######## design 1 ########
==> design_1/gate_families.png <==
(4 px per um)
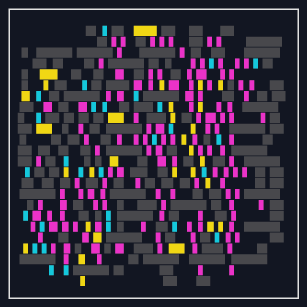
<file path="config.mk">
export PLATFORM = sky130hd
export DESIGN_NAME = pipeline_stall_controller
export DESIGN_NICKNAME = d
export VERILOG_FILES = /design/src/rtl/pipeline_stall_controller.sv
export SDC_FILE = /design/constraint.sdc
export NUM_CORES = 1
export LEC_CHECK = 0
export ABC_AREA = 1
export CAP_MARGIN = 20
export CELL_PAD_IN_SITES_DETAIL_PLACEMENT = 1
export CELL_PAD_IN_SITES_GLOBAL_PLACEMENT = 1
export CORE_MARGIN = 1.5
export CORE_UTILIZATION = 35
export CTS_BUF_LIST = sky130_fd_sc_hd__clkbuf_4 sky130_fd_sc_hd__clkbuf_8
export DETAILED_ROUTE_END_ITERATION = 12
export PLACE_DENSITY = 0.86
export SKIP_LAST_GASP = 1
export SYNTH_ARGS = -nofsm -noshare
export SYNTH_HDL_FRONTEND = slang
export SYNTH_SLANG_ARGS = --single-unit
export TNS_END_PERCENT = 5
</file>
<file path="constraint.sdc">
create_clock -name clk_i -period 1.4 [get_ports clk_i]
set_input_delay 0.28 -clock clk_i [delete_from_list [all_inputs] [get_ports clk_i]]
set_output_delay 0.28 -clock clk_i [all_outputs]
set_load 0.01 [all_outputs]
</file>
<file path="src/rtl/pipeline_stall_controller.sv">
// Hazard/stall controller: load-use bubbles, branch flushes and
// memory-wait freezes, with a sticky memory timeout.
module pipeline_stall_controller #(
    parameter int WAIT_LIMIT = 255,
    parameter int CNT_W      = 16
) (
    input  logic             clk_i,
    input  logic             rst_i,
    input  logic             stall_req_i,
    input  logic             branch_taken_i,
    input  logic             mem_req_i,
    input  logic             mem_ack_i,
    output logic             pc_write_o,
    output logic             if_id_write_o,
    output logic             if_id_flush_o,
    output logic             id_ex_bubble_o,
    output logic             pipe_hold_o,
    output logic             timeout_o,
    output logic [1:0]       state_o,
    output logic [CNT_W-1:0] stall_cnt_o
);

    typedef enum logic [1:0] {
        RUN      = 2'd0,
        MEM_WAIT = 2'd1,
        ERROR    = 2'd2
    } ctrlState_e;

    localparam logic [7:0] LIMIT = 8'(WAIT_LIMIT);

    ctrlState_e       state;
    ctrlState_e       stateNext;
    logic [7:0]       waitCnt;
    logic [7:0]       waitCntNext;
    logic [CNT_W-1:0] stallCnt;

    logic memStall;
    logic pcWrite;
    logic ifIdWrite;
    logic ifIdFlush;
    logic idExBubble;
    logic pipeHold;
    logic timeout;

    always_comb begin
        memStall    = mem_req_i & ~mem_ack_i;
        stateNext   = state;
        waitCntNext = waitCnt;
        pcWrite     = 1'b1;
        ifIdWrite   = 1'b1;
        ifIdFlush   = 1'b0;
        idExBubble  = 1'b0;
        pipeHold    = 1'b0;
        timeout     = 1'b0;

        unique case (state)
            RUN: begin
                if (memStall) begin
                    pcWrite     = 1'b0;
                    ifIdWrite   = 1'b0;
                    pipeHold    = 1'b1;
                    stateNext   = MEM_WAIT;
                    waitCntNext = 8'd1;
                end else if (stall_req_i) begin
                    pcWrite    = 1'b0;
                    ifIdWrite  = 1'b0;
                    idExBubble = 1'b1;
                end else if (branch_taken_i) begin
                    ifIdFlush = 1'b1;
                end
            end
            MEM_WAIT: begin
                pcWrite   = 1'b0;
                ifIdWrite = 1'b0;
                pipeHold  = 1'b1;
                // Ack on the limit cycle still wins over the timeout
                if (mem_ack_i) begin
                    stateNext   = RUN;
                    waitCntNext = 8'd0;
                end else if (waitCnt == LIMIT) begin
                    stateNext = ERROR;
                end else begin
                    waitCntNext = waitCnt + 8'd1;
                end
            end
            ERROR: begin
                pcWrite   = 1'b0;
                ifIdWrite = 1'b0;
                pipeHold  = 1'b1;
                timeout   = 1'b1;
            end
            default: begin
                pcWrite     = 1'b0;
                ifIdWrite   = 1'b0;
                pipeHold    = 1'b1;
                stateNext   = RUN;
                waitCntNext = 8'd0;
            end
        endcase
    end

    always_ff @(posedge clk_i or posedge rst_i) begin
        if (rst_i) begin
            state    <= RUN;
            waitCnt  <= 8'd0;
            stallCnt <= '0;
        end else begin
            state   <= stateNext;
            waitCnt <= waitCntNext;
            if (!pcWrite && stallCnt != '1) begin
                stallCnt <= stallCnt + CNT_W'(1);
            end
        end
    end

    // Reset forces a bubble into ID/EX regardless of the clock
    assign pc_write_o     = pcWrite & ~rst_i;
    assign if_id_write_o  = ifIdWrite & ~rst_i;
    assign if_id_flush_o  = ifIdFlush & ~rst_i;
    assign id_ex_bubble_o = idExBubble | rst_i;
    assign pipe_hold_o    = pipeHold & ~rst_i;
    assign timeout_o      = timeout & ~rst_i;
    assign state_o        = state;
    assign stall_cnt_o    = stallCnt;

endmodule
</file>
==> flow_metrics.py <==
# Generated from Yosys and OpenROAD reports
metrics = {
    "worst_setup_path": {
        "arrival_ns": 1.41,
        "worst_setup_path_start_kind": "flip-flop",
        "cp_num_buf_inv": 3,
        "path_depth": 7,
    },
    "finish": {
        "multi_input_comb_cells": 183,
        "finalNonFillerCells": 373,
        "seq_area_share_pct": 26.9,
    },
    "sta": {
        "setup_viol": 48,
        "worst_slack_ns": -0.288,
        "period_used_pct": 121,
        "worst_slew_pin_slew_ns": 0.421,
        "hold_viol": 0,
        "hold_slack_ns": 0.543,
    },
    "placement": {
        "place_ws_ns": -0.708,
    },
    "power_and_ir_drop": {
        "seq_power_share_pct": 38.2,
    },
    "synthesis": {
        "yosys-stat-area_um2": 1660,
        "mux_area_share_pct": 0,
    },
    "job": {
        "maxCapViolCount": 0,
    },
    "global_route": {
        "met1_usage_pct": 23.6,
        "grt_max_degree": 27,
        "grt_most_used_layer": "met2",
        "grt_pass1_vias": 1901,
    },
    "status": {
        "violations": "negative setup slack",
        "status": "finished with violations",
    },
    "clock_tree": {
        "htreeDepth": 1,
    },
    "routing": {
        "route.met2.wl_mm": 2.61,
        "drcViolationCount": 0,
        "via_per_inst": 4.82,
    },
}
About design_1/gate_families.png:
NOR gates: drawn in yellow, cells 30. inverters: drawn in cyan, cells 28. NAND gates: drawn in magenta, cells 126.

-- placed cells by master, fill, tap and decap left out, drive strengths merged --
cell type,n
ha,2
nor3,3
dlygate4sd2,2
nand2,107
nand3,9
nor3b,1
xnor2,3
nand3b,3
clkdlybuf4s15,1
nor2,26
o21ai,11
clkbuf,4
o31ai,1
inv,28
nand4,7
clkdlybuf4s50,21
buf,56
dfrtp,26
a21oi,5
xor2,5
-- state kept, by name, summed over array words and instances, names as in the netlist --
signal       flops
waitCnt          8
stall_cnt_o     16
state_o          2

######## design 2 ########
==> design_2/registers.png <==
(1 px per um) Other sequential cells in the stronger grey, the rest of the logic in the fainter grey.
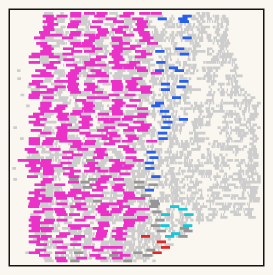
[src/rtl/easyaxi_slv_rd.sv]
// rtl/easyaxi_slv_rd.sv - EasyAXI read-channel slave returning address-pattern data
//
// Purpose: accepts AR requests into an in-order outstanding queue and returns
// each burst on R, one beat per handshake, with FIXED/INCR/WRAP addressing.
// Read data is the beat address itself; bad requests still return len+1
// beats carrying SLVERR or DECERR.
//
// Ports:
//   clk, rst_n                 clock (rising edge), asynchronous active-low reset
//   axi_slv_ar*                AR channel in (valid/ready/id/addr/len/size/burst)
//   axi_slv_r*                 R channel out (valid/ready/id/data/resp/last)

`ifndef AXI_ID_W
`define AXI_ID_W 4
`endif
`ifndef AXI_ADDR_W
`define AXI_ADDR_W 32
`endif
`ifndef AXI_LEN_W
`define AXI_LEN_W 8
`endif
`ifndef AXI_SIZE_W
`define AXI_SIZE_W 3
`endif
`ifndef AXI_BURST_W
`define AXI_BURST_W 2
`endif
`ifndef AXI_DATA_W
`define AXI_DATA_W 32
`endif
`ifndef AXI_RESP_W
`define AXI_RESP_W 2
`endif

module easyaxi_slv_rd #(
    parameter int                       OST_DEPTH     = 8,
    parameter int                       MAX_BURST_LEN = 8,
    parameter logic [`AXI_ADDR_W-1:0]   ADDR_LIMIT    = 'h1000
) (
    input  logic                        clk,
    input  logic                        rst_n,
    input  logic                        axi_slv_arvalid,
    output logic                        axi_slv_arready,
    input  logic [`AXI_ID_W-1:0]        axi_slv_arid,
    input  logic [`AXI_ADDR_W-1:0]      axi_slv_araddr,
    input  logic [`AXI_LEN_W-1:0]       axi_slv_arlen,
    input  logic [`AXI_SIZE_W-1:0]      axi_slv_arsize,
    input  logic [`AXI_BURST_W-1:0]     axi_slv_arburst,
    output logic                        axi_slv_rvalid,
    input  logic                        axi_slv_rready,
    output logic [`AXI_ID_W-1:0]        axi_slv_rid,
    output logic [`AXI_DATA_W-1:0]      axi_slv_rdata,
    output logic [`AXI_RESP_W-1:0]      axi_slv_rresp,
    output logic                        axi_slv_rlast
);

    localparam int AW        = `AXI_ADDR_W;
    localparam int LW        = `AXI_LEN_W;
    localparam int OST_CNT_W = $clog2(OST_DEPTH);

    localparam logic [`AXI_BURST_W-1:0] BURST_FIXED = 2'b00;
    localparam logic [`AXI_BURST_W-1:0] BURST_INCR  = 2'b01;
    localparam logic [`AXI_BURST_W-1:0] BURST_WRAP  = 2'b10;
    localparam logic [`AXI_BURST_W-1:0] BURST_RSVD  = 2'b11;

    localparam logic [`AXI_RESP_W-1:0]  RESP_OKAY   = 2'b00;
    localparam logic [`AXI_RESP_W-1:0]  RESP_SLVERR = 2'b10;
    localparam logic [`AXI_RESP_W-1:0]  RESP_DECERR = 2'b11;

    localparam logic [0:0] S_IDLE  = 1'b0;
    localparam logic [0:0] S_BURST = 1'b1;

    localparam logic [OST_CNT_W:0] DEPTH_C = (OST_CNT_W+1)'(OST_DEPTH);

    typedef struct packed {
        logic [`AXI_ID_W-1:0]    id;
        logic [AW-1:0]           addr;
        logic [LW-1:0]           len;
        logic [`AXI_SIZE_W-1:0]  size;
        logic [`AXI_BURST_W-1:0] burst;
        logic [`AXI_RESP_W-1:0]  resp;
    } ent_t;

    // Outstanding queue
    ent_t                   r_q [OST_DEPTH];
    logic [OST_CNT_W-1:0]   r_wptr;
    logic [OST_CNT_W-1:0]   r_rptr;
    logic [OST_CNT_W:0]     r_cnt;
    logic                   r_arready;

    // Current burst
    logic [0:0]                 r_state;
    logic [AW-1:0]              r_addr;
    logic [LW-1:0]              r_beat;
    logic [`AXI_ID_W-1:0]       r_id;
    logic [LW-1:0]              r_len;
    logic [`AXI_SIZE_W-1:0]     r_size;
    logic [`AXI_BURST_W-1:0]    r_burst;
    logic [`AXI_RESP_W-1:0]     r_resp;

    ent_t                   w_new;
    ent_t                   w_head;
    ent_t                   w_next_head;
    logic                   w_push;
    logic                   w_pop;
    logic                   w_rlast;
    logic                   w_rvalid;
    logic [OST_CNT_W:0]     w_cnt_nxt;
    logic [LW:0]            w_len_p1;
    logic                   w_wrap_len_ok;

    // Beat address after the current one. For WRAP bursts with an illegal
    // length the total is not a power of two; those bursts carry SLVERR and
    // the address pattern is only a best effort.
    function automatic logic [AW-1:0] f_next_addr(
        input logic [AW-1:0]           addr,
        input logic [LW-1:0]           len,
        input logic [`AXI_SIZE_W-1:0]  size,
        input logic [`AXI_BURST_W-1:0] burst
    );
        logic [AW-1:0] bytes;
        logic [AW-1:0] total;
        logic [AW-1:0] base;
        bytes = AW'(1) << size;
        total = AW'({1'b0, len} + {{LW{1'b0}}, 1'b1}) * bytes;
        base  = addr & ~(total - AW'(1));
        case (burst)
            BURST_INCR: f_next_addr = (addr & ~(bytes - AW'(1))) + bytes;
            BURST_WRAP: f_next_addr = base + ((addr + bytes - base) & (total - AW'(1)));
            default:    f_next_addr = addr;
        endcase
    endfunction

    assign w_rvalid    = (r_state == S_BURST);
    assign w_rlast     = w_rvalid && (r_beat == r_len);
    assign w_push      = axi_slv_arvalid && r_arready;
    assign w_pop       = w_rvalid && axi_slv_rready && w_rlast;
    assign w_cnt_nxt   = r_cnt + {{OST_CNT_W{1'b0}}, w_push} - {{OST_CNT_W{1'b0}}, w_pop};
    assign w_head      = r_q[r_rptr];
    assign w_next_head = r_q[r_rptr + OST_CNT_W'(1)];

    assign w_len_p1      = {1'b0, axi_slv_arlen} + {{LW{1'b0}}, 1'b1};
    assign w_wrap_len_ok = (axi_slv_arlen == LW'(1)) || (axi_slv_arlen == LW'(3)) ||
                           (axi_slv_arlen == LW'(7)) || (axi_slv_arlen == LW'(15));

    always_comb begin
        w_new.id    = axi_slv_arid;
        w_new.addr  = axi_slv_araddr;
        w_new.len   = axi_slv_arlen;
        w_new.size  = axi_slv_arsize;
        w_new.burst = axi_slv_arburst;
        w_new.resp  = RESP_OKAY;
        if (axi_slv_araddr >= ADDR_LIMIT) begin
            w_new.resp = RESP_DECERR;
        end else if ((32'(w_len_p1) > 32'(MAX_BURST_LEN)) ||
                     ((axi_slv_arburst == BURST_WRAP) && !w_wrap_len_ok) ||
                     (axi_slv_arburst == BURST_RSVD)) begin
            w_new.resp = RESP_SLVERR;
        end
    end

    // Payload storage needs no reset: pointers and count define validity.
    always_ff @(posedge clk) begin
        if (w_push) begin
            r_q[r_wptr] <= w_new;
        end
    end

    // arready is registered from next-cycle occupancy, so a pop while full
    // reopens the queue one cycle later.
    always_ff @(posedge clk or negedge rst_n) begin
        if (!rst_n) begin
            r_wptr    <= '0;
            r_rptr    <= '0;
            r_cnt     <= '0;
            r_arready <= 1'b1;
        end else begin
            if (w_push) r_wptr <= r_wptr + OST_CNT_W'(1);
            if (w_pop)  r_rptr <= r_rptr + OST_CNT_W'(1);
            r_cnt     <= w_cnt_nxt;
            r_arready <= (w_cnt_nxt < DEPTH_C);
        end
    end

    always_ff @(posedge clk or negedge rst_n) begin
        if (!rst_n) begin
            r_state <= S_IDLE;
            r_addr  <= '0;
            r_beat  <= '0;
            r_id    <= '0;
            r_len   <= '0;
            r_size  <= '0;
            r_burst <= BURST_FIXED;
            r_resp  <= RESP_OKAY;
        end else begin
            case (r_state)
                S_IDLE: begin
                    if (r_cnt != '0) begin
                        r_state <= S_BURST;
                        r_addr  <= w_head.addr;
                        r_beat  <= '0;
                        r_id    <= w_head.id;
                        r_len   <= w_head.len;
                        r_size  <= w_head.size;
                        r_burst <= w_head.burst;
                        r_resp  <= w_head.resp;
                    end
                end
                default: begin
                    if (axi_slv_rready) begin
                        if (w_rlast) begin
                            // Chain into the next burst without a bubble. With
                            // only the current entry queued, a same-cycle push
                            // is forwarded straight from the AR inputs.
                            if (r_cnt > (OST_CNT_W+1)'(1)) begin
                                r_addr  <= w_next_head.addr;
                                r_beat  <= '0;
                                r_id    <= w_next_head.id;
                                r_len   <= w_next_head.len;
                                r_size  <= w_next_head.size;
                                r_burst <= w_next_head.burst;
                                r_resp  <= w_next_head.resp;
                            end else if (w_push) begin
                                r_addr  <= w_new.addr;
                                r_beat  <= '0;
                                r_id    <= w_new.id;
                                r_len   <= w_new.len;
                                r_size  <= w_new.size;
                                r_burst <= w_new.burst;
                                r_resp  <= w_new.resp;
                            end else begin
                                r_state <= S_IDLE;
                            end
                        end else begin
                            r_addr <= f_next_addr(r_addr, r_len, r_size, r_burst);
                            r_beat <= r_beat + LW'(1);
                        end
                    end
                end
            endcase
        end
    end

    assign axi_slv_arready = r_arready;
    assign axi_slv_rvalid  = w_rvalid;
    assign axi_slv_rlast   = w_rlast;
    assign axi_slv_rid     = r_id;
    assign axi_slv_rdata   = `AXI_DATA_W'(r_addr);
    assign axi_slv_rresp   = r_resp;

endmodule

[config.mk]
export PLATFORM = sky130hd
export DESIGN_NAME = easyaxi_slv_rd
export DESIGN_NICKNAME = d
export VERILOG_FILES = /design/src/rtl/easyaxi_slv_rd.sv
export SDC_FILE = /design/constraint.sdc
export NUM_CORES = 1
export LEC_CHECK = 0
export CAP_MARGIN = 40
export CORE_AREA = 2 2 251 253
export DETAILED_ROUTE_END_ITERATION = 10
export DIE_AREA = 0 0 253 255
export PLACE_DENSITY = 0.66
export RECOVER_POWER = 25
export SYNTH_ARGS = -nofsm -noshare
export SYNTH_HDL_FRONTEND = slang
export SYNTH_SLANG_ARGS = --single-unit
export TNS_END_PERCENT = 50
[constraint.sdc]
create_clock -name clk -period 13.36 [get_ports clk]
set_input_delay 2.672 -clock clk [delete_from_list [all_inputs] [get_ports clk]]
set_output_delay 2.672 -clock clk [all_outputs]
set_load 0.03 [all_outputs]
==> flow_metrics.py <==
# Generated from Yosys and OpenROAD reports
metrics = {
    "routing": {
        "postRouteAntennaNets": 0,
    },
    "placement": {
        "place_area_um2": 32500,
        "dp_hpwl_mm": 55.5,
    },
    "status": {
        "status": "finished with violations",
        "violations": "max-capacitance violations, max-slew violations",
    },
    "job": {
        "maxCapViolCount": 1,
    },
    "sta": {
        "drv_slew": 64,
        "slew_headroom_pct": -141,
        "setup_viol": 0,
    },
    "clock_tree": {
        "clkTransAtPathRegs_ns": 0.06,
        "post_cts_resized": 0,
    },
    "synthesis": {
        "synthTopCellsByCount": "edfxtp_1, nand2_1, mux4_2",
        "xor_area_share_pct": 2.55,
    },
    "worst_setup_path": {
        "worst_path_largest_cell_delay_ns": 0.85,
    },
    "finish": {
        "drive_above_1_share_pct": 14.9,
    },
}
About design_2/registers.png:
r_cnt: drawn in red, placed flops 4, where south. axi_slv_rdata: drawn in blue, placed flops 32. r_q: drawn in magenta, placed flops 408. r_beat: drawn in cyan, placed flops 8.
Another 27 sequential cells are not coloured.

==> area by class of cell <==
cell class                      instances  area [um^2]  area share, %
Tap cell                              799         1000           2.93
Multi-Input combinational cell       1731        15500           45.6
Clock buffer                           59         1240           3.64
Clock inverter                         29          294          0.863
Antenna cell                            3         7.51         0.0220
Inverter                              140          526           1.54
Timing Repair Buffer                  134         1420           4.17
Sequential cell                       479        14000           41.2


==> screenshots <==
I/O pins on the die edge.
Plate I
(6 px per um) Pins as bars across the die edge, other pins in grey.
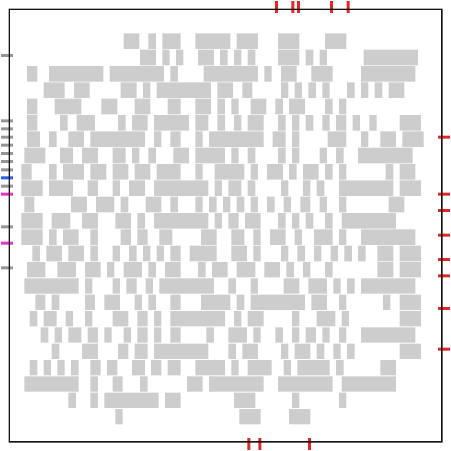
Plate II
(2 px per um) Pins as bars across the die edge, other pins in grey.
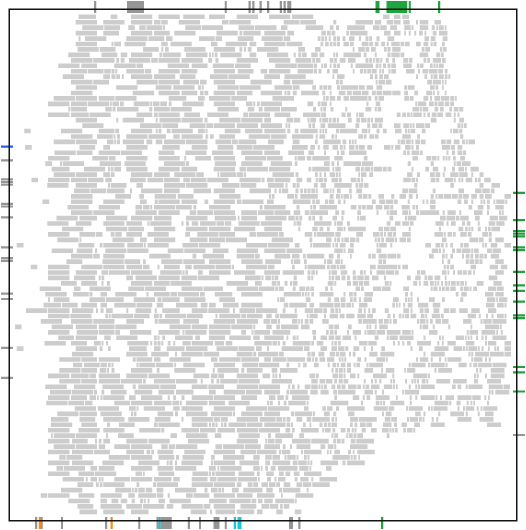
Of these, most pins: Plate II
Of these, largest die: Plate II
Plate II -> design 2
Plate I -> design 1

Key to Plate II:
axi_slv_rdata: drawn in green, pins 32, direction output, edge 16 east, 15 north, 1 south. axi_slv_rlast: drawn in blue, pins 1, direction output, edge west. axi_slv_arburst: drawn in orange, pins 2, direction input, edge south. axi_slv_rid: drawn in cyan, pins 4, direction output, edge south.
All pins by edge: 34 north, 28 south, 17 east, 15 west.

Power and IR drop assume default switching activity.
